######## design 1 ########
===== config.mk =====
export PLATFORM = sky130hd
export DESIGN_NAME = alu_exec_pipe
export DESIGN_NICKNAME = d
export VERILOG_FILES = /design/src/rtl/alu_exec_pipe_pkg.sv /design/src/rtl/alu_result_fifo.sv /design/src/rtl/alu_exec_pipe.sv
export SDC_FILE = /design/constraint.sdc
export NUM_CORES = 1
export LEC_CHECK = 0
export CAP_MARGIN = 10
export CORE_MARGIN = 5
export CORE_UTILIZATION = 50
export CTS_CLUSTER_DIAMETER = 50
export DETAILED_ROUTE_END_ITERATION = 10
export PLACE_DENSITY = 0.82
export SLEW_MARGIN = 40
export SYNTH_ARGS = -nofsm -noshare
export SYNTH_HDL_FRONTEND = slang
export SYNTH_SLANG_ARGS = --single-unit

===== constraint.sdc =====
create_clock -name clk -period 10.3 [get_ports clk]
set_input_delay 2.06 -clock clk [delete_from_list [all_inputs] [get_ports clk]]
set_output_delay 2.06 -clock clk [all_outputs]
set_load 0.01 [all_outputs]

===== src/rtl/alu_exec_pipe_pkg.sv =====
// Shared types, opcodes and combinational ALU/compare helpers for the pipelined execute unit.
package alu_exec_pipe_pkg;

  localparam int unsigned NO_PHY_REGS = 64;
  localparam int unsigned PHY_WIDTH   = $clog2(NO_PHY_REGS);
  localparam int unsigned ROB_IDX_W   = 5;
  localparam int unsigned XLEN        = 32;

  localparam logic [6:0] OP_REG   = 7'b0110011;
  localparam logic [6:0] OP_IMM   = 7'b0010011;
  localparam logic [6:0] OP_LUI   = 7'b0110111;
  localparam logic [6:0] OP_AUIPC = 7'b0010111;

  typedef enum logic [2:0] {
    f3_add  = 3'b000,
    f3_sll  = 3'b001,
    f3_slt  = 3'b010,
    f3_sltu = 3'b011,
    f3_xor  = 3'b100,
    f3_sr   = 3'b101,
    f3_or   = 3'b110,
    f3_and  = 3'b111
  } funct3_t;

  // Encodings line up with funct3 for sll/xor/or/and so funct3 can be cast directly.
  typedef enum logic [2:0] {
    alu_add = 3'b000,
    alu_sll = 3'b001,
    alu_sra = 3'b010,
    alu_sub = 3'b011,
    alu_xor = 3'b100,
    alu_srl = 3'b101,
    alu_or  = 3'b110,
    alu_and = 3'b111
  } alu_ops_t;

  typedef enum logic [2:0] {
    cmp_beq  = 3'b000,
    cmp_bne  = 3'b001,
    cmp_blt  = 3'b100,
    cmp_bge  = 3'b101,
    cmp_bltu = 3'b110,
    cmp_bgeu = 3'b111
  } cmp_ops_t;

  typedef struct packed {
    logic [6:0]           opcode;
    logic [2:0]           funct3;
    logic [6:0]           funct7;
    logic [XLEN:0]        imm_val;
    logic [XLEN-1:0]      pc;
    logic [PHY_WIDTH-1:0] pr1_s;
    logic [PHY_WIDTH-1:0] pr2_s;
    logic [PHY_WIDTH-1:0] prd_s;
    logic [ROB_IDX_W-1:0] rob_id;
  } alu_issue_t;

  typedef struct packed {
    logic [ROB_IDX_W-1:0] rob_id;
    logic [PHY_WIDTH-1:0] prd_s;
    logic [XLEN-1:0]      data;
    logic [XLEN-1:0]      rs1_data;
    logic [XLEN-1:0]      rs2_data;
  } alu_cdb_t;

  function automatic logic [XLEN-1:0] alu_f(input alu_ops_t op,
                                            input logic [XLEN-1:0] a,
                                            input logic [XLEN-1:0] b);
    logic [4:0] sh;
    sh = b[4:0];
    case (op)
      alu_add: alu_f = a + b;
      alu_sll: alu_f = a << sh;
      alu_sra: alu_f = XLEN'($signed(a) >>> sh);
      alu_sub: alu_f = a - b;
      alu_xor: alu_f = a ^ b;
      alu_srl: alu_f = a >> sh;
      alu_or:  alu_f = a | b;
      alu_and: alu_f = a & b;
      default: alu_f = a + b;
    endcase
  endfunction

  function automatic logic cmp_f(input cmp_ops_t op,
                                 input logic [XLEN-1:0] a,
                                 input logic [XLEN-1:0] b);
    case (op)
      cmp_beq:  cmp_f = (a == b);
      cmp_bne:  cmp_f = (a != b);
      cmp_blt:  cmp_f = ($signed(a) < $signed(b));
      cmp_bge:  cmp_f = ($signed(a) >= $signed(b));
      cmp_bltu: cmp_f = (a < b);
      cmp_bgeu: cmp_f = (a >= b);
      default:  cmp_f = 1'b0;
    endcase
  endfunction

endpackage


===== src/rtl/alu_result_fifo.sv =====
// In-order result queue between the execute delay line and the CDB; flush empties it, reset also clears storage.
module alu_result_fifo #(
  parameter int unsigned DEPTH = 2,
  parameter type entry_t = logic
) (
  input  logic   clk,
  input  logic   rst_n,
  input  logic   flush,
  input  logic   wr_en,
  input  entry_t wr_data,
  input  logic   rd_en,
  output entry_t rd_data_c,
  output logic   full_c,
  output logic   empty_c
);

  localparam int unsigned PTR_W = (DEPTH > 1) ? $clog2(DEPTH) : 1;
  localparam int unsigned CNT_W = $clog2(DEPTH + 1);

  entry_t             mem_q [DEPTH];
  logic [PTR_W-1:0]   wr_ptr_q;
  logic [PTR_W-1:0]   rd_ptr_q;
  logic [CNT_W-1:0]   cnt_q;
  logic               wr_ok_c;
  logic               rd_ok_c;

  assign full_c    = (cnt_q == CNT_W'(DEPTH));
  assign empty_c   = (cnt_q == '0);
  assign rd_data_c = mem_q[rd_ptr_q];
  assign rd_ok_c   = rd_en & ~empty_c;
  // A write into a full queue is only accepted when the head leaves in the same cycle.
  assign wr_ok_c   = wr_en & (~full_c | rd_ok_c);

  function automatic logic [PTR_W-1:0] ptr_inc(input logic [PTR_W-1:0] p);
    ptr_inc = (p == PTR_W'(DEPTH - 1)) ? '0 : p + PTR_W'(1);
  endfunction

  always_ff @(posedge clk) begin
    if (!rst_n) begin
      wr_ptr_q <= '0;
      rd_ptr_q <= '0;
      cnt_q    <= '0;
      for (int i = 0; i < int'(DEPTH); i++) mem_q[i] <= '0;
    end else if (flush) begin
      wr_ptr_q <= '0;
      rd_ptr_q <= '0;
      cnt_q    <= '0;
    end else begin
      if (wr_ok_c) begin
        mem_q[wr_ptr_q] <= wr_data;
        wr_ptr_q        <= ptr_inc(wr_ptr_q);
      end
      if (rd_ok_c) rd_ptr_q <= ptr_inc(rd_ptr_q);
      case ({wr_ok_c, rd_ok_c})
        2'b10:   cnt_q <= cnt_q + CNT_W'(1);
        2'b01:   cnt_q <= cnt_q - CNT_W'(1);
        default: cnt_q <= cnt_q;
      endcase
    end
  end

endmodule


===== src/rtl/alu_exec_pipe.sv =====
// Pipelined integer execute unit: PRF operand read, ALU in the issue cycle, delay line, in-order CDB queue.
module alu_exec_pipe
  import alu_exec_pipe_pkg::*;
#(
  parameter int unsigned PIPE_STAGES = 2,
  parameter int unsigned OUT_DEPTH   = 2
) (
  input  logic                 clk,
  input  logic                 rst_n,
  input  logic                 issue_valid,
  output logic                 issue_ready,
  input  alu_issue_t           issue_uop,
  output logic                 prf_rd_en,
  output logic [PHY_WIDTH-1:0] ps1_s,
  output logic [PHY_WIDTH-1:0] ps2_s,
  input  logic [XLEN-1:0]      ps1_data,
  input  logic [XLEN-1:0]      ps2_data,
  input  logic                 flush,
  output logic                 cdb_valid,
  input  logic                 cdb_ready,
  output alu_cdb_t             cdb_out
);

  localparam int unsigned IF_W = $clog2(OUT_DEPTH + 1);
  localparam int unsigned DLY  = PIPE_STAGES - 1;

  logic            fire_in_c;
  logic            fire_out_c;
  logic [IF_W-1:0] in_flight_q;
  logic [IF_W-1:0] in_flight_d;
  logic            is_lui_c;
  logic            is_auipc_c;
  logic            b_is_imm_c;
  logic [XLEN-1:0] opnd_a_c;
  logic [XLEN-1:0] opnd_b_c;
  alu_ops_t        aluop_c;
  cmp_ops_t        cmpop_c;
  alu_cdb_t        res_c;
  logic            wr_vld_c;
  alu_cdb_t        wr_data_c;
  logic            empty_c;
  logic            unused_full_c;
  logic            unused_funct7_c;

  assign fire_in_c  = issue_valid & issue_ready & ~flush;
  assign fire_out_c = cdb_valid & cdb_ready;

  assign prf_rd_en = issue_valid;
  assign ps1_s     = issue_uop.pr1_s;
  assign ps2_s     = issue_uop.imm_val[XLEN] ? '0 : issue_uop.pr2_s;

  assign unused_funct7_c = ^{issue_uop.funct7[6], issue_uop.funct7[4:0]};

  // Operand selection, op decode and result formation for the uop being issued.
  always_comb begin
    is_lui_c   = (issue_uop.opcode == OP_LUI);
    is_auipc_c = (issue_uop.opcode == OP_AUIPC);
    b_is_imm_c = issue_uop.imm_val[XLEN] | is_lui_c | is_auipc_c;
    opnd_a_c   = ps1_data;
    opnd_b_c   = ps2_data;
    aluop_c    = alu_add;
    cmpop_c    = cmp_blt;
    if (is_auipc_c) opnd_a_c = issue_uop.pc;
    if (is_lui_c)   opnd_a_c = '0;
    if (b_is_imm_c) opnd_b_c = issue_uop.imm_val[XLEN-1:0];
    case (issue_uop.funct3)
      f3_add:  aluop_c = (issue_uop.funct7[5] & ~issue_uop.imm_val[XLEN]) ? alu_sub : alu_add;
      f3_sr:   aluop_c = issue_uop.funct7[5] ? alu_sra : alu_srl;
      f3_slt:  cmpop_c = cmp_blt;
      f3_sltu: cmpop_c = cmp_bltu;
      default: aluop_c = alu_ops_t'(issue_uop.funct3);
    endcase
    if (is_lui_c | is_auipc_c) aluop_c = alu_add;

    res_c          = '0;
    res_c.rob_id   = issue_uop.rob_id;
    res_c.prd_s    = issue_uop.prd_s;
    res_c.rs1_data = (is_lui_c | is_auipc_c) ? '0 : ps1_data;
    res_c.rs2_data = b_is_imm_c ? '0 : ps2_data;
    if (!(is_lui_c | is_auipc_c) &&
        (issue_uop.funct3 == f3_slt || issue_uop.funct3 == f3_sltu))
      res_c.data = {{(XLEN-1){1'b0}}, cmp_f(cmpop_c, opnd_a_c, opnd_b_c)};
    else
      res_c.data = alu_f(aluop_c, opnd_a_c, opnd_b_c);
  end

  // Credit counter: everything in the delay line plus the queue.
  always_comb begin
    in_flight_d = in_flight_q;
    if (flush) begin
      in_flight_d = '0;
    end else begin
      case ({fire_in_c, fire_out_c})
        2'b10:   in_flight_d = in_flight_q + IF_W'(1);
        2'b01:   in_flight_d = in_flight_q - IF_W'(1);
        default: in_flight_d = in_flight_q;
      endcase
    end
  end

  always_ff @(posedge clk) begin
    if (!rst_n) begin
      in_flight_q <= '0;
      issue_ready <= 1'b1;
    end else begin
      in_flight_q <= in_flight_d;
      issue_ready <= (in_flight_d < IF_W'(OUT_DEPTH));
    end
  end

  for (genvar i = 0; i < DLY; i++) begin : g_stage
    logic     vld_q;
    alu_cdb_t data_q;
    logic     in_vld_c;
    alu_cdb_t in_data_c;
    if (i == 0) begin : g_src
      assign in_vld_c  = fire_in_c;
      assign in_data_c = res_c;
    end else begin : g_src
      assign in_vld_c  = g_stage[i-1].vld_q;
      assign in_data_c = g_stage[i-1].data_q;
    end
    always_ff @(posedge clk) begin
      data_q <= in_data_c;
      if (!rst_n || flush) vld_q <= 1'b0;
      else                 vld_q <= in_vld_c;
    end
  end

  if (DLY == 0) begin : g_wr_direct
    assign wr_vld_c  = fire_in_c;
    assign wr_data_c = res_c;
  end else begin : g_wr_piped
    assign wr_vld_c  = g_stage[DLY-1].vld_q;
    assign wr_data_c = g_stage[DLY-1].data_q;
  end

  alu_result_fifo #(
    .DEPTH   (OUT_DEPTH),
    .entry_t (alu_cdb_t)
  ) u_fifo (
    .clk       (clk),
    .rst_n     (rst_n),
    .flush     (flush),
    .wr_en     (wr_vld_c),
    .wr_data   (wr_data_c),
    .rd_en     (fire_out_c),
    .rd_data_c (cdb_out),
    .full_c    (unused_full_c),
    .empty_c   (empty_c)
  );

  assign cdb_valid = ~empty_c & ~flush;

endmodule


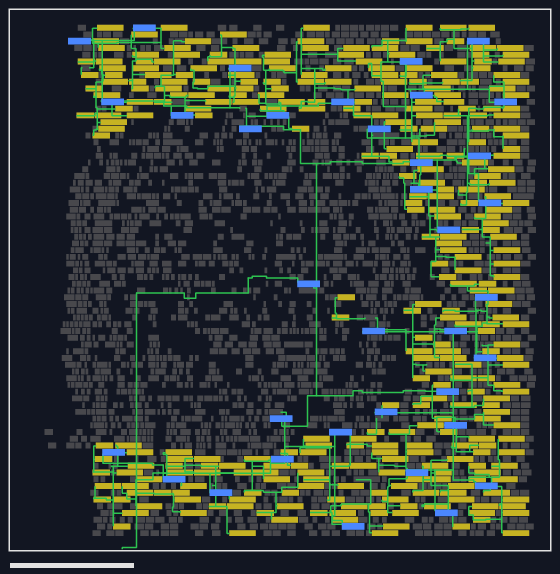
*Clock network drawn from the DEF, design 1*
Scale bar: 50 µm.
Key: blue = clock drivers [count 36]; yellow = flip-flops [count 330]; green = clock wires [length 3790 µm]
There are 37 routed clock nets.

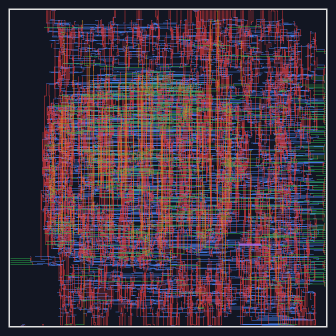
*Signal wires by layer, design 1*
Key: red = metal 2 [wire length 35.7 mm]; blue = metal 1 [wire length 31.3 mm]; purple = metal 5 [wire length 13.8 µm]; orange = metal 4 [wire length 4690 µm]; green = metal 3 [wire length 7270 µm]
detailed-route wire length: 79020 µm
total number of vias: 19330

==> summary.rpt <==
PHYSICAL IMPLEMENTATION REPORT
----------------------------------------------------
[Outcome]
  Status ........................ complete, no violations

[Yosys]
  Synth Cell Area ........................ 0.02163 mm²
  Top area contributor share ........................ 29.72%
  Most common reg cell ........................ sky130_fd_sc_hd__edfxtp_1

[Final timing]
  Minimum clock period after layout ........................ 7.469 ns
  Maximum frequency from static timing analysis ........................ 133.9 MHz
  Number of failing hold endpoints at the final stage ........................ 0

[Pwr]
  Total design power ........................ 0.003718 W
  Combinational share of power ........................ 25.2%

[Clocking]
  Number of instances resized during post-cts repair ........................ 0
  Number of setup buffers added after CTS ........................ 0

[Worst setup path]
  Count of cell instances traversed by the critical path ........................ 18
  Crit path arrival time ........................ 7.90 ns
  CP Launch Point ........................ issue_uop[99]
  Cell family contributing the most delay on the critical path ........................ AND-OR/OR-AND gates
  Worst path bufs/invs ........................ 3

[Final layout]
  Syn-to-layout area delta ........................ 19.86%
  Post-Layout Cell Count ........................ 3020

[Global routing]
  Met3 Resource Use GR ........................ 6.386%
  Global routing usage on met1 ........................ 41.94%
  Global route total overflow ........................ 0

[Placement]
  Placed Cells ........................ 2957

[Route]
  Count of antenna-violating nets left after detailed routing ........................ 0
  Met2 wire length ........................ 35710 µm
  Post-DR wirelength/cell ........................ 26.17 µm

----------------------------------------------------
-- registers in the layout, summed over array words and instances (netlist names), named ones only --
register         flops
u_fifo.mem_q       214
g_stage.data_q     107
in_flight_q          2
u_fifo.cnt_q         2
g_stage.vld_q        1
issue_ready          1
u_fifo.rd_ptr_q      1
u_fifo.wr_ptr_q      1
-- area by class of cell --
class,instances,area [µm²]
well taps,585,732.0
repair buffers,314,3069
multi-input cells,1628,11810
flip-flops and latches,330,8753
clock inverters,15,177.7
inverters,100,377.9
clock buffers,48,996.0
fillers,3504,16970

######## design 2 ########
File: config.mk
export PLATFORM = sky130hd
export DESIGN_NAME = eth_frame_rx_filt
export DESIGN_NICKNAME = d
export VERILOG_FILES = /design/src/rtl/eth_pkg.sv /design/src/rtl/eth_axis_reg_slice.sv /design/src/rtl/eth_frame_rx_filt.sv
export SDC_FILE = /design/constraint.sdc
export NUM_CORES = 1
export LEC_CHECK = 0
export CELL_PAD_IN_SITES_DETAIL_PLACEMENT = 1
export CELL_PAD_IN_SITES_GLOBAL_PLACEMENT = 1
export CORE_ASPECT_RATIO = 0.6
export CORE_MARGIN = 8
export CORE_UTILIZATION = 33
export DETAILED_ROUTE_END_ITERATION = 10
export PLACE_DENSITY_LB_ADDON = 0.1
export SYNTH_ARGS = -nofsm -noshare
export SYNTH_HDL_FRONTEND = slang
export SYNTH_SLANG_ARGS = --single-unit
export TNS_END_PERCENT = 5
File: constraint.sdc
create_clock -name clk -period 9 [get_ports clk]
set_input_delay 2.7 -clock clk [delete_from_list [all_inputs] [get_ports clk]]
set_output_delay 2.7 -clock clk [all_outputs]
set_load 0.01 [all_outputs]
File: src/rtl/eth_pkg.sv
// rtl/eth_pkg.sv - shared types, constants and helpers for the ethernet receive filter
package eth_pkg;

    typedef enum logic [2:0] {
        HDR0,
        HDR1,
        PASS,
        FLUSH,
        DROP
    } eth_rx_state_t;

    localparam int          ETH_HDR_BYTES  = 14;
    localparam logic [47:0] ETH_BCAST_ADDR = 48'hFFFF_FFFF_FFFF;

    function automatic logic [3:0] keep_count(input logic [7:0] keep);
        logic [3:0] n;
        n = '0;
        for (int i = 0; i < 8; i++) begin
            n = n + {3'b000, keep[i]};
        end
        return n;
    endfunction

endpackage

File: src/rtl/eth_axis_reg_slice.sv
// rtl/eth_axis_reg_slice.sv - single-stage stream register; payload held while stalled
module eth_axis_reg_slice #(
    parameter int DATA_WIDTH = 64,
    parameter int KEEP_WIDTH = DATA_WIDTH / 8
) (
    input  logic                  clk,
    input  logic                  rst,
    input  logic [DATA_WIDTH-1:0] s_tdata,
    input  logic [KEEP_WIDTH-1:0] s_tkeep,
    input  logic                  s_tvalid,
    input  logic                  s_tlast,
    input  logic                  s_tuser,
    output logic                  s_tready,
    output logic [DATA_WIDTH-1:0] m_tdata,
    output logic [KEEP_WIDTH-1:0] m_tkeep,
    output logic                  m_tvalid,
    output logic                  m_tlast,
    output logic                  m_tuser,
    input  logic                  m_tready
);

    assign s_tready = !m_tvalid || m_tready;

    always_ff @(posedge clk or posedge rst) begin
        if (rst) begin
            m_tvalid <= 1'b0;
            m_tdata  <= '0;
            m_tkeep  <= '0;
            m_tlast  <= 1'b0;
            m_tuser  <= 1'b0;
        end else if (s_tready) begin
            m_tvalid <= s_tvalid;
            if (s_tvalid) begin
                m_tdata <= s_tdata;
                m_tkeep <= s_tkeep;
                m_tlast <= s_tlast;
                m_tuser <= s_tuser;
            end
        end
    end

endmodule

File: src/rtl/eth_frame_rx_filt.sv
// rtl/eth_frame_rx_filt.sv - ethernet header filter, strips the 14-byte header and forwards payload
// Define ETH_RX_SRC_CHECK_EN to also require the source MAC to equal remote_addr.
module eth_frame_rx_filt
    import eth_pkg::*;
#(
    parameter int   AXIS_DATA_WIDTH = 64,
    localparam int  AXIS_KEEP_WIDTH = AXIS_DATA_WIDTH / 8
) (
    input  logic                       clk,
    input  logic                       rst,
    input  logic [47:0]                local_addr,
    input  logic [47:0]                remote_addr,
    input  logic [15:0]                rx_size,
    input  logic [AXIS_DATA_WIDTH-1:0] rx_frame_tdata,
    input  logic [AXIS_KEEP_WIDTH-1:0] rx_frame_tkeep,
    input  logic                       rx_frame_tvalid,
    input  logic                       rx_frame_tlast,
    input  logic                       rx_frame_tuser,
    output logic                       rx_frame_tready,
    output logic [AXIS_DATA_WIDTH-1:0] rx_orin_tdata,
    output logic [AXIS_KEEP_WIDTH-1:0] rx_orin_tkeep,
    output logic                       rx_orin_tvalid,
    output logic                       rx_orin_tlast,
    output logic                       rx_orin_tuser,
    input  logic                       rx_orin_tready,
    output logic [15:0]                drop_cnt,
    output logic [15:0]                pass_cnt
);

    // Header bytes spilling into the second beat leave this many payload bits behind.
    localparam int RES_BITS = 8 * (2 * AXIS_KEEP_WIDTH - ETH_HDR_BYTES);

    eth_rx_state_t state, state_nxt;

    logic [AXIS_DATA_WIDTH-1:0] d;
    logic                       beat_fire;
    logic [47:0]                dst_addr;
    logic [47:0]                src_addr;
    logic [15:0]                len_field;
    logic [15:0]                src_hi;
    logic                       dst_match;
    logic                       dst_ok;
    logic                       src_ok;
    logic                       hdr_ok;
    logic [RES_BITS-1:0]        residue;
    logic [1:0]                 flush_keep;
    logic                       frame_user;
    logic [3:0]                 last_bytes;
    logic                       long_last;
    logic                       drop_inc;
    logic                       pass_inc;

    logic [AXIS_DATA_WIDTH-1:0] s_tdata;
    logic [AXIS_KEEP_WIDTH-1:0] s_tkeep;
    logic                       s_tvalid;
    logic                       s_tlast;
    logic                       s_tuser;
    logic                       s_tready;

    assign d         = rx_frame_tdata;
    assign beat_fire = rx_frame_tvalid && rx_frame_tready;

    // Byte 0 of the wire is the MSB of the MAC/length fields.
    assign dst_addr  = {d[7:0], d[15:8], d[23:16], d[31:24], d[39:32], d[47:40]};
    assign src_addr  = {src_hi, d[7:0], d[15:8], d[23:16], d[31:24]};
    assign len_field = {d[39:32], d[47:40]};
    assign dst_match = (dst_addr == local_addr) || (dst_addr == ETH_BCAST_ADDR);

`ifdef ETH_RX_SRC_CHECK_EN
    assign src_ok = (src_addr == remote_addr);
`else
    logic unused_src;
    assign src_ok     = 1'b1;
    assign unused_src = ^{remote_addr, src_addr};
`endif

    assign hdr_ok     = dst_ok && src_ok && (len_field == rx_size);
    assign last_bytes = keep_count(rx_frame_tkeep);
    assign long_last  = (last_bytes >= 4'd7);

    always_ff @(posedge clk or posedge rst) begin
        if (rst) begin
            state <= HDR0;
        end else begin
            state <= state_nxt;
        end
    end

    always_comb begin
        state_nxt = state;
        case (state)
            HDR0: begin
                if (beat_fire && !rx_frame_tlast) state_nxt = HDR1;
            end
            HDR1: begin
                if (beat_fire) begin
                    if (rx_frame_tlast) state_nxt = HDR0;
                    else if (hdr_ok)    state_nxt = PASS;
                    else                state_nxt = DROP;
                end
            end
            PASS: begin
                if (beat_fire && rx_frame_tlast) state_nxt = long_last ? FLUSH : HDR0;
            end
            FLUSH: begin
                if (s_tready) state_nxt = HDR0;
            end
            DROP: begin
                if (beat_fire && rx_frame_tlast) state_nxt = HDR0;
            end
            default: state_nxt = HDR0;
        endcase
    end

    always_comb begin
        rx_frame_tready = 1'b1;
        s_tvalid        = 1'b0;
        s_tdata         = {d[AXIS_DATA_WIDTH-RES_BITS-1:0], residue};
        s_tkeep         = {rx_frame_tkeep[AXIS_KEEP_WIDTH-3:0], 2'b11};
        s_tlast         = 1'b0;
        s_tuser         = 1'b0;
        case (state)
            PASS: begin
                rx_frame_tready = s_tready;
                s_tvalid        = rx_frame_tvalid;
                s_tlast         = rx_frame_tlast && !long_last;
                s_tuser         = rx_frame_tlast && !long_last && (frame_user || rx_frame_tuser);
            end
            FLUSH: begin
                rx_frame_tready = 1'b0;
                s_tvalid        = 1'b1;
                s_tdata         = {{(AXIS_DATA_WIDTH-RES_BITS){1'b0}}, residue};
                s_tkeep         = {{(AXIS_KEEP_WIDTH-2){1'b0}}, flush_keep};
                s_tlast         = 1'b1;
                s_tuser         = frame_user;
            end
            default: ;
        endcase
        if (rst) rx_frame_tready = 1'b0;
    end

    always_ff @(posedge clk or posedge rst) begin
        if (rst) begin
            dst_ok     <= 1'b0;
            src_hi     <= '0;
            residue    <= '0;
            flush_keep <= '0;
            frame_user <= 1'b0;
        end else if (beat_fire) begin
            case (state)
                HDR0: begin
                    dst_ok     <= dst_match;
                    src_hi     <= {d[55:48], d[63:56]};
                    frame_user <= rx_frame_tuser;
                end
                HDR1: begin
                    residue    <= d[AXIS_DATA_WIDTH-1 -: RES_BITS];
                    frame_user <= frame_user || rx_frame_tuser;
                end
                PASS: begin
                    residue    <= d[AXIS_DATA_WIDTH-1 -: RES_BITS];
                    flush_keep <= rx_frame_tkeep[AXIS_KEEP_WIDTH-1 -: 2];
                    frame_user <= frame_user || rx_frame_tuser;
                end
                default: ;
            endcase
        end
    end

    // A tlast seen before the header decision, or while discarding, ends a dropped frame.
    assign drop_inc = beat_fire && rx_frame_tlast &&
                      (state == HDR0 || state == HDR1 || state == DROP);
    assign pass_inc = rx_orin_tvalid && rx_orin_tready && rx_orin_tlast;

    always_ff @(posedge clk or posedge rst) begin
        if (rst) begin
            drop_cnt <= '0;
            pass_cnt <= '0;
        end else begin
            if (drop_inc && drop_cnt != 16'hFFFF) drop_cnt <= drop_cnt + 16'd1;
            if (pass_inc && pass_cnt != 16'hFFFF) pass_cnt <= pass_cnt + 16'd1;
        end
    end

    eth_axis_reg_slice #(
        .DATA_WIDTH (AXIS_DATA_WIDTH),
        .KEEP_WIDTH (AXIS_KEEP_WIDTH)
    ) u_out_slice (
        .clk      (clk),
        .rst      (rst),
        .s_tdata  (s_tdata),
        .s_tkeep  (s_tkeep),
        .s_tvalid (s_tvalid),
        .s_tlast  (s_tlast),
        .s_tuser  (s_tuser),
        .s_tready (s_tready),
        .m_tdata  (rx_orin_tdata),
        .m_tkeep  (rx_orin_tkeep),
        .m_tvalid (rx_orin_tvalid),
        .m_tlast  (rx_orin_tlast),
        .m_tuser  (rx_orin_tuser),
        .m_tready (rx_orin_tready)
    );

endmodule

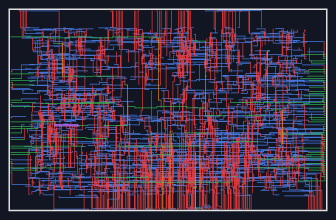
*Signal wires by layer, design 2*
Key: blue = metal 1 [wire length 11700 µm]; green = metal 3 [wire length 1380 µm]; orange = metal 4 [wire length 405 µm]; red = metal 2 [wire length 11600 µm]; purple = metal 5 [wire length 13.8 µm]
post-DR wirelength/cell: 21.11 µm
global-route total usage across every layer: 20.54%

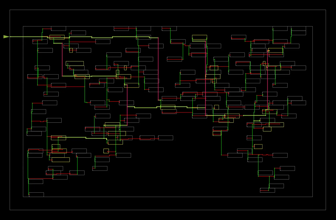
*Clock routing, design 2*
Seq cells: 130
source-to-sink clock delay at the later pin of the worst-skew pair: 0.42 ns
number of CTS-inserted buffers: 17

==> summary.rpt <==
PHYSICAL IMPLEMENTATION REPORT
----------------------------------------------------
[Final layout]
  Area of all placed cells without fillers ........................ 0.009819 mm²
  Register ranked first by flip-flop count ........................ u_out_slice.m_tdata
  Number of signal-net buffers in the layout ........................ 251
  Largest cell class by area ........................ registers

[Pwr]
  Sequential fraction of design power ........................ 39.9%

[Worst hold path]
  WHS Endpoint ........................ u_out_slice.m_tdata[53]
  Hold Path Stages ........................ 2

[Worst setup path]
  Cell family contributing the most delay on the critical path ........................ buffers and inverters
  FF-to-FF Start ........................ state[1]
  Critical Path Most Common Cell ........................ sky130_fd_sc_hd__clkdlybuf4s50_1
  Cells along the critical path ........................ clkdlybuf4s50_1 -> nand2b_1 -> nand2_1 -> a21oi_1 -> clkdlybuf4s50_1

[Yosys]
  Cells in synth_stat.txt ........................ 667
  XOR/XNOR Fraction of Synth Area ........................ 12.58%
  Cell count after synthesis ........................ 667
  Top area contributor share ........................ 50.23%
  Average footprint of a synthesized cell ........................ 9.709 µm²
  Share of synthesized area spent on multiplexers ........................ 3.883%
  Synthesized flop and latch total ........................ 130
  Share of synthesized cell area in and-or and or-and compound cells ........................ 3.690%
  Seq share, synth ........................ 50.23%
  Area of the synthesized netlist per yosys stat ........................ 0.006476 mm²
  Logic family by area ........................ simple AND/OR/NAND/NOR gates
  Warning count from the yosys run ........................ 0

[Route]
  Number of remaining DRC errors ........................ 0
  Vias per cell ........................ 4.929
  Routed metal-1 wirelength ........................ 11710 µm
  Detailed-route wire length ........................ 25120 µm

[Outcome]
  Status ........................ complete, no violations

[Clocking]
  Number of instances resized during post-cts repair ........................ 0
  Cts-stage hold buffer count ........................ 0
  Buffers from clock root to sink, at most ........................ 2
  Number of setup buffers added after CTS ........................ 0

[Global routing]
  Most congested layer reported by global routing ........................ met2
  Vias in the first global route ........................ 6357
  First-pass GRT wire length ........................ 38970 µm
  Met3 Resource Use GR ........................ 5.586%
  Number of antenna violations at the first check in global routing ........................ 1
  Global route total overflow ........................ 0

[Flow run]
  Number of warnings the tools reported ........................ 74

[Placement]
  Pre-CTS setup slack ........................ 1.950 ns
  Placed Cells ........................ 1158

[Final timing]
  Share of the cycle needed by the critical path after routing ........................ 78.41%
  Maximum frequency from static timing analysis ........................ 141.7 MHz
  Unrepaired setup endpoints after global routing ........................ no

[Floorplanning]
  Placeable core region ........................ 0.01913 mm²

----------------------------------------------------
-- placed cells by master (no fill, tap or decap), drive strengths merged, types with 3 or more instances in the layout --
cell / instances
a21o: 3
a21oi: 8
a31oi: 3
and3: 3
and4: 3
bufinv: 3
clkbuf: 24
clkdlybuf4s50: 249
clkinv: 3
dfrtp: 130
fa: 4
ha: 5
inv: 20
mux2: 19
nand2: 178
nand3: 66
nand4: 39
nor2: 16
nor3: 7
nor4: 11
o21ai: 10
xnor2: 79
xor2: 14

######## design 3 ########
$ cat config.mk
export PLATFORM = sky130hd
export DESIGN_NAME = bp_table_ctrl
export DESIGN_NICKNAME = d
export VERILOG_FILES = /design/src/rtl/bp_table_ctrl.sv
export SDC_FILE = /design/constraint.sdc
export NUM_CORES = 1
export LEC_CHECK = 0
export CORE_ASPECT_RATIO = 1.2
export CORE_MARGIN = 1.5
export CORE_UTILIZATION = 54
export DETAILED_ROUTE_END_ITERATION = 10
export GPL_TIMING_DRIVEN = 1
export PLACE_DENSITY_LB_ADDON = 0.05
export SLEW_MARGIN = 20
export SYNTH_ARGS = -nofsm -noshare
export SYNTH_HDL_FRONTEND = slang
export SYNTH_SLANG_ARGS = --single-unit
$ cat constraint.sdc
create_clock -name clk -period 3.1 [get_ports clk]
set_input_delay 0.62 -clock clk [delete_from_list [all_inputs] [get_ports clk]]
set_output_delay 0.62 -clock clk [all_outputs]
set_load 0.01 [all_outputs]
$ cat src/rtl/bp_table_ctrl.sv
// Branch-predictor pattern-table controller: init sweep, lookup-priority arbitration, queued 2-bit updates.
// Optional macro BP_TABLE_BYPASS_EN forwards the pending write value to a matching lookup during WRITE.
module bp_table_ctrl #(
  parameter int IDX_W      = 6,
  parameter int FIFO_DEPTH = 4
) (
  input  logic                          clk,
  input  logic                          rst,
  input  logic                          upd_valid,
  input  logic [IDX_W-1:0]              upd_idx,
  input  logic                          upd_taken,
  output logic                          upd_ready,
  input  logic                          lookup_valid,
  input  logic [IDX_W-1:0]              lookup_idx,
  output logic                          lookup_rvalid,
  output logic [1:0]                    lookup_data,
  output logic                          tbl_en,
  output logic                          tbl_we,
  output logic [IDX_W-1:0]              tbl_addr,
  output logic [1:0]                    tbl_wdata,
  input  logic [1:0]                    tbl_rdata,
  output logic                          init_busy,
  output logic [$clog2(FIFO_DEPTH):0]   pending
);

  localparam int PTR_W = $clog2(FIFO_DEPTH);
  localparam int CNT_W = PTR_W + 1;
  localparam logic [CNT_W-1:0] FULL_CNT = CNT_W'(FIFO_DEPTH);

  localparam logic [1:0] ST_INIT  = 2'd0;
  localparam logic [1:0] ST_IDLE  = 2'd1;
  localparam logic [1:0] ST_READ  = 2'd2;
  localparam logic [1:0] ST_WRITE = 2'd3;

  logic [1:0]       state_q, state_d;
  logic [IDX_W-1:0] sweep_q, sweep_d;
  logic [IDX_W-1:0] fifo_idx_q [FIFO_DEPTH];
  logic [IDX_W-1:0] fifo_idx_d [FIFO_DEPTH];
  logic [FIFO_DEPTH-1:0] fifo_taken_q, fifo_taken_d;
  logic [PTR_W-1:0] wr_ptr_q, wr_ptr_d, rd_ptr_q, rd_ptr_d;
  logic [CNT_W-1:0] count_q, count_d;
  logic [1:0]       upd_val_q, upd_val_d;
  logic             rvalid_q, rvalid_d;
  logic             bypass_q;

  logic             push, pop;
  logic             en_c, we_c;
  logic [IDX_W-1:0] addr_c;
  logic [1:0]       wdata_c;
  logic [1:0]       sat_val;
  logic [IDX_W-1:0] head_idx;
  logic             head_taken;

  assign head_idx   = fifo_idx_q[rd_ptr_q];
  assign head_taken = fifo_taken_q[rd_ptr_q];

  always_comb begin
    if (head_taken) sat_val = (tbl_rdata == 2'b11) ? 2'b11 : tbl_rdata + 2'd1;
    else            sat_val = (tbl_rdata == 2'b00) ? 2'b00 : tbl_rdata - 2'd1;
  end

  // Lookups always win the table port outside INIT; the update path only uses idle cycles.
  always_comb begin
    state_d   = state_q;
    sweep_d   = sweep_q;
    upd_val_d = upd_val_q;
    rvalid_d  = 1'b0;
    pop       = 1'b0;
    en_c      = 1'b0;
    we_c      = 1'b0;
    addr_c    = '0;
    wdata_c   = 2'b00;
    if (state_q == ST_INIT) begin
      en_c    = 1'b1;
      we_c    = 1'b1;
      addr_c  = sweep_q;
      wdata_c = 2'b10;
      sweep_d = sweep_q + 1'b1;
      if (sweep_q == {IDX_W{1'b1}}) state_d = ST_IDLE;
    end else begin
      if (lookup_valid) begin
        en_c     = 1'b1;
        addr_c   = lookup_idx;
        rvalid_d = 1'b1;
      end
      case (state_q)
        ST_IDLE: if (!lookup_valid && count_q != '0) begin
          en_c    = 1'b1;
          addr_c  = head_idx;
          state_d = ST_READ;
        end
        ST_READ: begin
          upd_val_d = sat_val;
          if (!lookup_valid) begin
            en_c    = 1'b1;
            we_c    = 1'b1;
            addr_c  = head_idx;
            wdata_c = sat_val;
            pop     = 1'b1;
            state_d = ST_IDLE;
          end else begin
            state_d = ST_WRITE;
          end
        end
        ST_WRITE: if (!lookup_valid) begin
          en_c    = 1'b1;
          we_c    = 1'b1;
          addr_c  = head_idx;
          wdata_c = upd_val_q;
          pop     = 1'b1;
          state_d = ST_IDLE;
        end
        default: ;
      endcase
    end
  end

  // Fullness is judged before this cycle's pop, so a pop never frees a slot for a same-cycle push.
  always_comb begin
    push         = upd_valid && (count_q != FULL_CNT);
    fifo_idx_d   = fifo_idx_q;
    fifo_taken_d = fifo_taken_q;
    wr_ptr_d     = wr_ptr_q;
    rd_ptr_d     = rd_ptr_q;
    if (push) begin
      fifo_idx_d[wr_ptr_q]   = upd_idx;
      fifo_taken_d[wr_ptr_q] = upd_taken;
      wr_ptr_d               = wr_ptr_q + 1'b1;
    end
    if (pop) rd_ptr_d = rd_ptr_q + 1'b1;
    count_d = count_q + CNT_W'(push) - CNT_W'(pop);
  end

  always_ff @(posedge clk) begin
    if (rst) begin
      state_q      <= ST_INIT;
      sweep_q      <= '0;
      for (int i = 0; i < FIFO_DEPTH; i++) fifo_idx_q[i] <= '0;
      fifo_taken_q <= '0;
      wr_ptr_q     <= '0;
      rd_ptr_q     <= '0;
      count_q      <= '0;
      upd_val_q    <= 2'b00;
      rvalid_q     <= 1'b0;
    end else begin
      state_q      <= state_d;
      sweep_q      <= sweep_d;
      fifo_idx_q   <= fifo_idx_d;
      fifo_taken_q <= fifo_taken_d;
      wr_ptr_q     <= wr_ptr_d;
      rd_ptr_q     <= rd_ptr_d;
      count_q      <= count_d;
      upd_val_q    <= upd_val_d;
      rvalid_q     <= rvalid_d;
    end
  end

`ifdef BP_TABLE_BYPASS_EN
  logic bypass_d;
  always_comb bypass_d = lookup_valid && (state_q == ST_WRITE) && (lookup_idx == head_idx);
  always_ff @(posedge clk) begin
    if (rst) bypass_q <= 1'b0;
    else     bypass_q <= bypass_d;
  end
`else
  assign bypass_q = 1'b0;
`endif

  // The table port is held idle while reset is asserted so the sweep starts cleanly afterwards.
  assign tbl_en        = en_c && !rst;
  assign tbl_we        = we_c && !rst;
  assign tbl_addr      = addr_c;
  assign tbl_wdata     = wdata_c;
  assign upd_ready     = (count_q != FULL_CNT);
  assign pending       = count_q;
  assign init_busy     = (state_q == ST_INIT);
  assign lookup_rvalid = rvalid_q;
  assign lookup_data   = !rvalid_q ? 2'b00 : (bypass_q ? upd_val_q : tbl_rdata);

endmodule

==> summary.rpt <==
PHYSICAL IMPLEMENTATION REPORT
----------------------------------------------------
[Pwr]
  Biggest consumer ........................ registers
  Switch Pwr ........................ 0.0004057 W

[Final layout]
  Area of all placed cells without fillers ........................ 0.002884 mm²
  Number of filler instances in the final layout ........................ 371
  Fraction of final layout cells with drive strength greater than 1 ........................ 8.553%

[Yosys]
  Share of synthesized area spent on multiplexers ........................ 6.943%
  Cells in synth_stat.txt ........................ 279
  Yosys adder share ........................ 4.456%
  Top cells by count ........................ sky130_fd_sc_hd__dfxtp_1, sky130_fd_sc_hd__a21oi_1, sky130_fd_sc_hd__o31ai_1
  Number of nets at floorplan ........................ 306
  Top area contributor share ........................ 38.13%

[Route]
  Highest metal layer with signal wires ........................ met4
  Drt pass-1 iters ........................ 4

[Final timing]
  Number of failing hold endpoints at the final stage ........................ 0

[Outcome]
  Status ........................ complete, no violations

[Worst hold path]
  Hold Path Stages ........................ 2
  WHS Endpoint ........................ fifo_idx_q[18]

[Clocking]
  Number of instances resized during post-cts repair ........................ 0

[Worst setup path]
  Critical R2R Capture ........................ pending[2]

[Global routing]
  Number of antenna violations at the first check in global routing ........................ 0

----------------------------------------------------
## registers in the layout (all words and copies together), names as in the netlist
| register | cells |
|---|---|
| fifo_idx_q | 24 |
| sweep_q | 6 |
| fifo_taken_q | 4 |
| pending | 3 |
| rd_ptr_q | 2 |
| state_q | 2 |
| upd_val_q | 2 |
| wr_ptr_q | 2 |
| lookup_rvalid | 1 |
## worst max-delay path, delay by kind of cell
kind            cells  cell delay [ns]
buf+inv             2             0.92
simple gates        2             0.76
compound gates      1             0.08
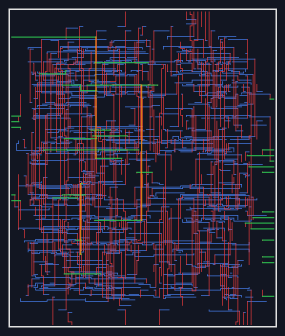
*Signal wires by layer, design 3*
Key: red = metal 2 [wire length 2860 µm]; green = metal 3 [wire length 213 µm]; blue = metal 1 [wire length 2730 µm]; orange = metal 4 [wire length 78.9 µm]
total number of vias: 2157
post-DR wirelength/cell: 16.34 µm
global-route total usage across every layer: 25.70%
detailed-route wire length: 5884 µm


######## design 4 ########
### Clock network drawn from the DEF, design 4

Scale bar: 10 µm.
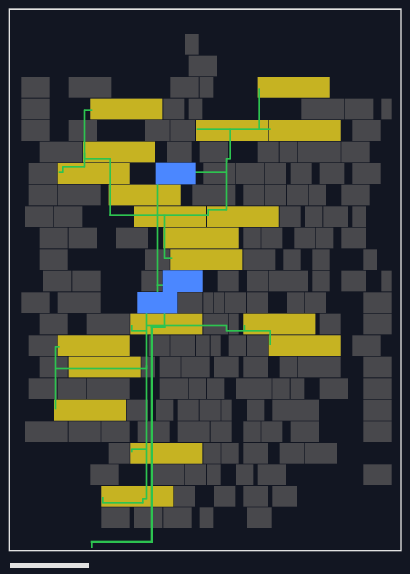
### Logic cells by family, design 4

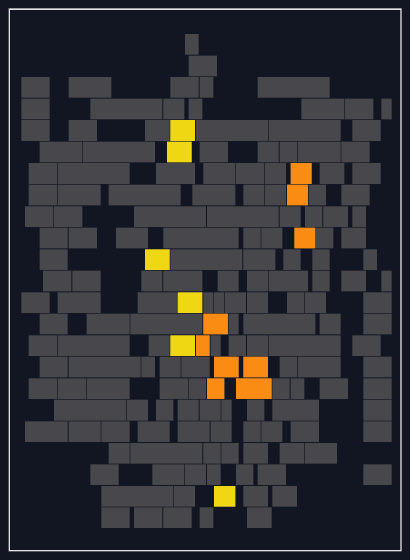
## src/rtl/cpu_pkg.sv

```systemverilog
// cpu_pkg: encodings, FSM state type and IR field helpers shared by the
// controller, its decoder and the register-file/ALU datapath.
package cpu_pkg;

   // Opcode field values
   localparam logic [2:0] OPC_MOV = 3'b110;
   localparam logic [2:0] OPC_ALU = 3'b101;

   // Op field values within each opcode
   localparam logic [1:0] OP_MOVI = 2'b10;
   localparam logic [1:0] OP_MOVR = 2'b00;
   localparam logic [1:0] OP_ADD  = 2'b00;
   localparam logic [1:0] OP_CMP  = 2'b01;
   localparam logic [1:0] OP_AND  = 2'b10;
   localparam logic [1:0] OP_MVN  = 2'b11;

   // Writeback mux selects
   localparam logic [1:0] VSEL_C     = 2'b00;
   localparam logic [1:0] VSEL_PC    = 2'b01;
   localparam logic [1:0] VSEL_IMM   = 2'b10;
   localparam logic [1:0] VSEL_MDATA = 2'b11;

   // ALU operations
   localparam logic [1:0] ALUOP_ADD = 2'b00;
   localparam logic [1:0] ALUOP_SUB = 2'b01;
   localparam logic [1:0] ALUOP_AND = 2'b10;
   localparam logic [1:0] ALUOP_NOT = 2'b11;

   typedef enum logic [2:0] {
      S_IDLE, S_DECODE, S_WR_IMM, S_LD_A, S_LD_B, S_EXEC, S_CMP, S_WR_C
   } state_t;

   typedef enum logic [2:0] {
      CLS_MOVI, CLS_MOVR, CLS_ADD, CLS_CMP, CLS_AND, CLS_MVN, CLS_ILL
   } instr_class_t;

   typedef struct packed {
      instr_class_t cls;
      logic [2:0]   rn;
      logic [2:0]   rd;
      logic [2:0]   rm;
      logic [1:0]   sh;
      logic [4:0]   imm5;
      logic [15:0]  sximm8;
      logic         legal;
   } decode_t;

   function automatic logic [2:0] f_opcode(input logic [15:0] ir);
      return ir[15:13];
   endfunction

   function automatic logic [1:0] f_op(input logic [15:0] ir);
      return ir[12:11];
   endfunction

   function automatic logic [2:0] f_rn(input logic [15:0] ir);
      return ir[10:8];
   endfunction

   function automatic logic [2:0] f_rd(input logic [15:0] ir);
      return ir[7:5];
   endfunction

   function automatic logic [1:0] f_sh(input logic [15:0] ir);
      return ir[4:3];
   endfunction

   function automatic logic [2:0] f_rm(input logic [15:0] ir);
      return ir[2:0];
   endfunction

   function automatic logic [4:0] f_imm5(input logic [15:0] ir);
      return ir[4:0];
   endfunction

   function automatic logic [15:0] f_sximm8(input logic [15:0] ir);
      return {{8{ir[7]}}, ir[7:0]};
   endfunction

endpackage

```

## src/rtl/instr_decoder.sv

```systemverilog
// instr_decoder: purely combinational split of the IR into instruction class
// and operand fields.
module instr_decoder
   import cpu_pkg::*;
(
   input  logic [15:0] ir,
   output decode_t     dec
);

   // Classify opcode/op and slice the operand fields out of the IR.
   always_comb begin
      // NOTE: every output gets a value before the case, so no path can infer a latch.
      dec.cls    = CLS_ILL;
      dec.rn     = f_rn(ir);
      dec.rd     = f_rd(ir);
      dec.rm     = f_rm(ir);
      dec.sh     = f_sh(ir);
      dec.imm5   = f_imm5(ir);
      dec.sximm8 = f_sximm8(ir);
      case ({f_opcode(ir), f_op(ir)})
         {OPC_MOV, OP_MOVI}: dec.cls = CLS_MOVI;
         {OPC_MOV, OP_MOVR}: dec.cls = CLS_MOVR;
         {OPC_ALU, OP_ADD}:  dec.cls = CLS_ADD;
         {OPC_ALU, OP_CMP}:  dec.cls = CLS_CMP;
         {OPC_ALU, OP_AND}:  dec.cls = CLS_AND;
         {OPC_ALU, OP_MVN}:  dec.cls = CLS_MVN;
         default:            dec.cls = CLS_ILL;
      endcase
      dec.legal = (dec.cls != CLS_ILL);
   end

endmodule

```

## src/rtl/cpu_controller.sv

```systemverilog
// cpu_controller: instruction register plus Moore control FSM driving the
// register-file/ALU datapath, one instruction per valid/ready handshake.
module cpu_controller
   import cpu_pkg::*;
#(
   parameter int IW = 16,
   parameter int RW = 3
) (
   input  logic          clk,
   input  logic          rst_n,
   input  logic          instr_valid,
   input  logic [IW-1:0] instr,
   output logic          instr_ready,
   output logic          done,
   output logic          illegal,
   output logic [RW-1:0] readnum,
   output logic [RW-1:0] writenum,
   output logic          write,
   output logic [1:0]    vsel,
   output logic          loada,
   output logic          loadb,
   output logic          loadc,
   output logic          loads,
   output logic          asel,
   output logic          bsel,
   output logic [1:0]    ALUop,
   output logic [1:0]    shift,
   output logic [4:0]    imm5,
   output logic [15:0]   sximm8
);

   state_t        state, next_state;
   logic [IW-1:0] ir;
   decode_t       dec;
   logic          accept;

   assign instr_ready = (state == S_IDLE);
   assign accept      = instr_valid && instr_ready;

   instr_decoder u_dec (
      .ir  (ir),
      .dec (dec)
   );

   // Instruction register: loads only on an accepted handshake.
   always_ff @(posedge clk or negedge rst_n) begin
      if (!rst_n) begin
         ir <= '0;
      end else if (accept) begin
         // NOTE: non-blocking assignment so every flop samples pre-edge values.
         ir <= instr;
      end
   end

   // State register; reset abandons any instruction in flight.
   always_ff @(posedge clk or negedge rst_n) begin
      if (!rst_n) state <= S_IDLE;
      else        state <= next_state;
   end

   // Next-state sequencing per instruction class.
   always_comb begin
      next_state = state;
      case (state)
         S_IDLE:   if (accept) next_state = S_DECODE;
         S_DECODE: begin
            case (dec.cls)
               CLS_MOVI:                  next_state = S_WR_IMM;
               CLS_ADD, CLS_AND, CLS_CMP: next_state = S_LD_A;
               CLS_MOVR, CLS_MVN:         next_state = S_LD_B;
               default:                   next_state = S_IDLE;
            endcase
         end
         S_WR_IMM: next_state = S_IDLE;
         S_LD_A:   next_state = S_LD_B;
         S_LD_B:   next_state = (dec.cls == CLS_CMP) ? S_CMP : S_EXEC;
         S_EXEC:   next_state = S_WR_C;
         S_CMP:    next_state = S_IDLE;
         S_WR_C:   next_state = S_IDLE;
         default:  next_state = S_IDLE;
      endcase
   end

   // Datapath controls decoded from state and IR only.
   always_comb begin
      done     = 1'b0;
      illegal  = 1'b0;
      readnum  = '0;
      writenum = '0;
      write    = 1'b0;
      vsel     = VSEL_C;
      loada    = 1'b0;
      loadb    = 1'b0;
      loadc    = 1'b0;
      loads    = 1'b0;
      asel     = 1'b0;
      bsel     = 1'b0;
      ALUop    = ALUOP_ADD;
      case (state)
         S_DECODE: illegal = !dec.legal;
         S_WR_IMM: begin
            writenum = dec.rn;
            vsel     = VSEL_IMM;
            write    = 1'b1;
            done     = 1'b1;
         end
         S_LD_A: begin
            readnum = dec.rn;
            loada   = 1'b1;
         end
         S_LD_B: begin
            readnum = dec.rm;
            loadb   = 1'b1;
         end
         S_EXEC: begin
            loadc = 1'b1;
            asel  = (dec.cls == CLS_MOVR);
            ALUop = (dec.cls == CLS_MOVR) ? ALUOP_ADD : f_op(ir);
         end
         S_CMP: begin
            ALUop = ALUOP_SUB;
            loads = 1'b1;
            done  = 1'b1;
         end
         S_WR_C: begin
            writenum = dec.rd;
            vsel     = VSEL_C;
            write    = 1'b1;
            done     = 1'b1;
         end
         default: ;
      endcase
   end

   assign shift  = dec.sh;
   assign imm5   = dec.imm5;
   assign sximm8 = dec.sximm8;

endmodule

```

## config.mk

```make
export PLATFORM = sky130hd
export DESIGN_NAME = cpu_controller
export DESIGN_NICKNAME = d
export VERILOG_FILES = /design/src/rtl/cpu_pkg.sv /design/src/rtl/instr_decoder.sv /design/src/rtl/cpu_controller.sv
export SDC_FILE = /design/constraint.sdc
export NUM_CORES = 1
export LEC_CHECK = 0
export CORE_ASPECT_RATIO = 1.4
export CORE_MARGIN = 1
export CORE_UTILIZATION = 40
export DETAILED_ROUTE_END_ITERATION = 7
export PLACE_DENSITY = 0.8
export REMOVE_ABC_BUFFERS = 1
export SYNTH_ARGS = -nofsm -noshare
export SYNTH_HDL_FRONTEND = slang
export SYNTH_SLANG_ARGS = --single-unit
```

## constraint.sdc

```tcl
create_clock -name clk -period 1.66 [get_ports clk]
set_input_delay 0.166 -clock clk [delete_from_list [all_inputs] [get_ports clk]]
set_output_delay 0.166 -clock clk [all_outputs]
set_load 0.01 [all_outputs]
```

==> summary.rpt <==
PHYSICAL IMPLEMENTATION REPORT
----------------------------------------------------
[Outcome]
  Status ........................ finished with violations
  Violations in the final reports ........................ setup timing

[Route]
  Detailed-route wire length ........................ 3008 µm
  Number of design-rule violations left by the first detailed-router iteration ........................ 19
  Drt pass-1 iters ........................ 4
  Routed metal-1 wirelength ........................ 1114 µm

[Final layout]
  Final non-clock buffer share ........................ 38.54%
  Inverters, non-clock ........................ 1
  Fraction of standard cell area in multi-input logic ........................ 31.29%
  Fraction of final layout cells with drive strength greater than 1 ........................ 37.93%
  Post-Layout Cell Count ........................ 211
  Syn-to-layout area delta ........................ 51.35%

[Yosys]
  Largest cells by area ........................ sky130_fd_sc_hd__dfrtp_1, sky130_fd_sc_hd__buf_4, sky130_fd_sc_hd__mux2_4, sky130_fd_sc_hd__mux2_2, sky130_fd_sc_hd__nand2b_1
  Cell count after synthesis ........................ 115
  Area of the synthesized netlist per yosys stat ........................ 0.001255 mm²
  Number of synthesized flops with an enable pin ........................ 0
  Warning count from the yosys run ........................ 0
  Top cells by count ........................ sky130_fd_sc_hd__buf_4, sky130_fd_sc_hd__dfrtp_1, sky130_fd_sc_hd__mux2_4
  Synth Cell Area ........................ 0.001255 mm²
  Most common reg cell ........................ sky130_fd_sc_hd__dfrtp_1
  Post-synthesis simple-gate area fraction ........................ 15.95%

[Clocking]
  # H-tree levels ........................ 1
  Buffers from clock root to sink, at most ........................ 2
  Cts-stage hold buffer count ........................ 0

[Final timing]
  Final setup margin ........................ -0.008472 ns
  Setup Viol. Count Final ........................ 1
  Final Hold Slack ........................ 0.2455 ns
  Share of the cycle needed by the critical path after routing ........................ 100.5%

[Worst setup path]
  Slowest cell on the critical path ........................ sky130_fd_sc_hd__dfrtp_1
  Req. time, crit path ........................ 1.49 ns
  Cell family contributing the most delay on the critical path ........................ buffers and inverters

[Pwr]
  Total design power ........................ 0.003673 W
  Switch Pwr ........................ 0.001333 W
  Power in combinational cells ........................ 0.00245 W
  Internal portion of total power ........................ 0.002340 W

[Flow run]
  Maximum Capacitance Violations ........................ 0

[Placement]
  Half-perimeter wire length after placement ........................ 2027 µm
  Area of placed instances ........................ 0.001773 mm²
  Quantity of I/O buffers inserted on ports ........................ 59

[Floorplanning]
  Die boundary width ........................ 49.34 µm

----------------------------------------------------
## Picture notes: 'Clock network drawn from the DEF' of design 4
Key: blue = clock drivers [count 3]; yellow = flip-flops [count 19]; green = clock wires [length 218 µm]
There are 4 routed clock nets.
power consumed by the clock network: 0.000311 W
source-to-sink clock delay at the later pin of the worst-skew pair: 0.25 ns
fraction of power consumed by the clock network: 8.5%

## Picture notes: 'Logic cells by family' of design 4
Key: yellow = AND-OR and OR-AND gates [cells 6, most used a22o_1]; orange = inverting AOI/OAI gates [cells 9, most used a22oi_1]

-- stage by stage --
step	worst slack, ns	utilization, %
CTS	-0.09139	63.90
floorplan	0.1191	-
global route	-0.03786	64.71
global placement	-0.08825	60.40
detailed placement	-0.08815	60.40
finish	-0.008472	64.71
-- what timing repair did --
action | in CTS | in global routing
buffers inserted | 8 | 3
pin swaps | 3 | 4
gates resized | 42 | 15
gates cloned | 0 | 1
endpoints found under the setup margin | 25 | 26
-- registers in the layout (all words and copies together) (netlist names) --
| register | flops |
|---|---|
| ir | 16 |
| state | 3 |


==> gallery <==
Clock routing.
picture 1
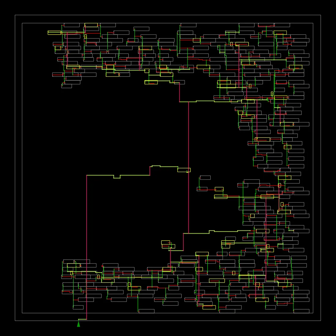
picture 2
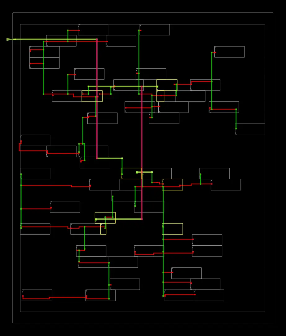
picture 3
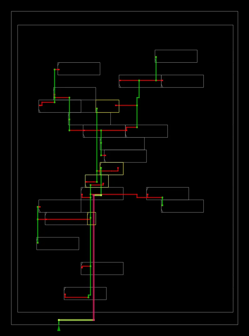
design 1 -> picture 1
design 4 -> picture 3
design 3 -> picture 2
Of these, fewest clock buffers: picture 3

Power figures rest on the tool's default switching activity, not on a simulated workload.
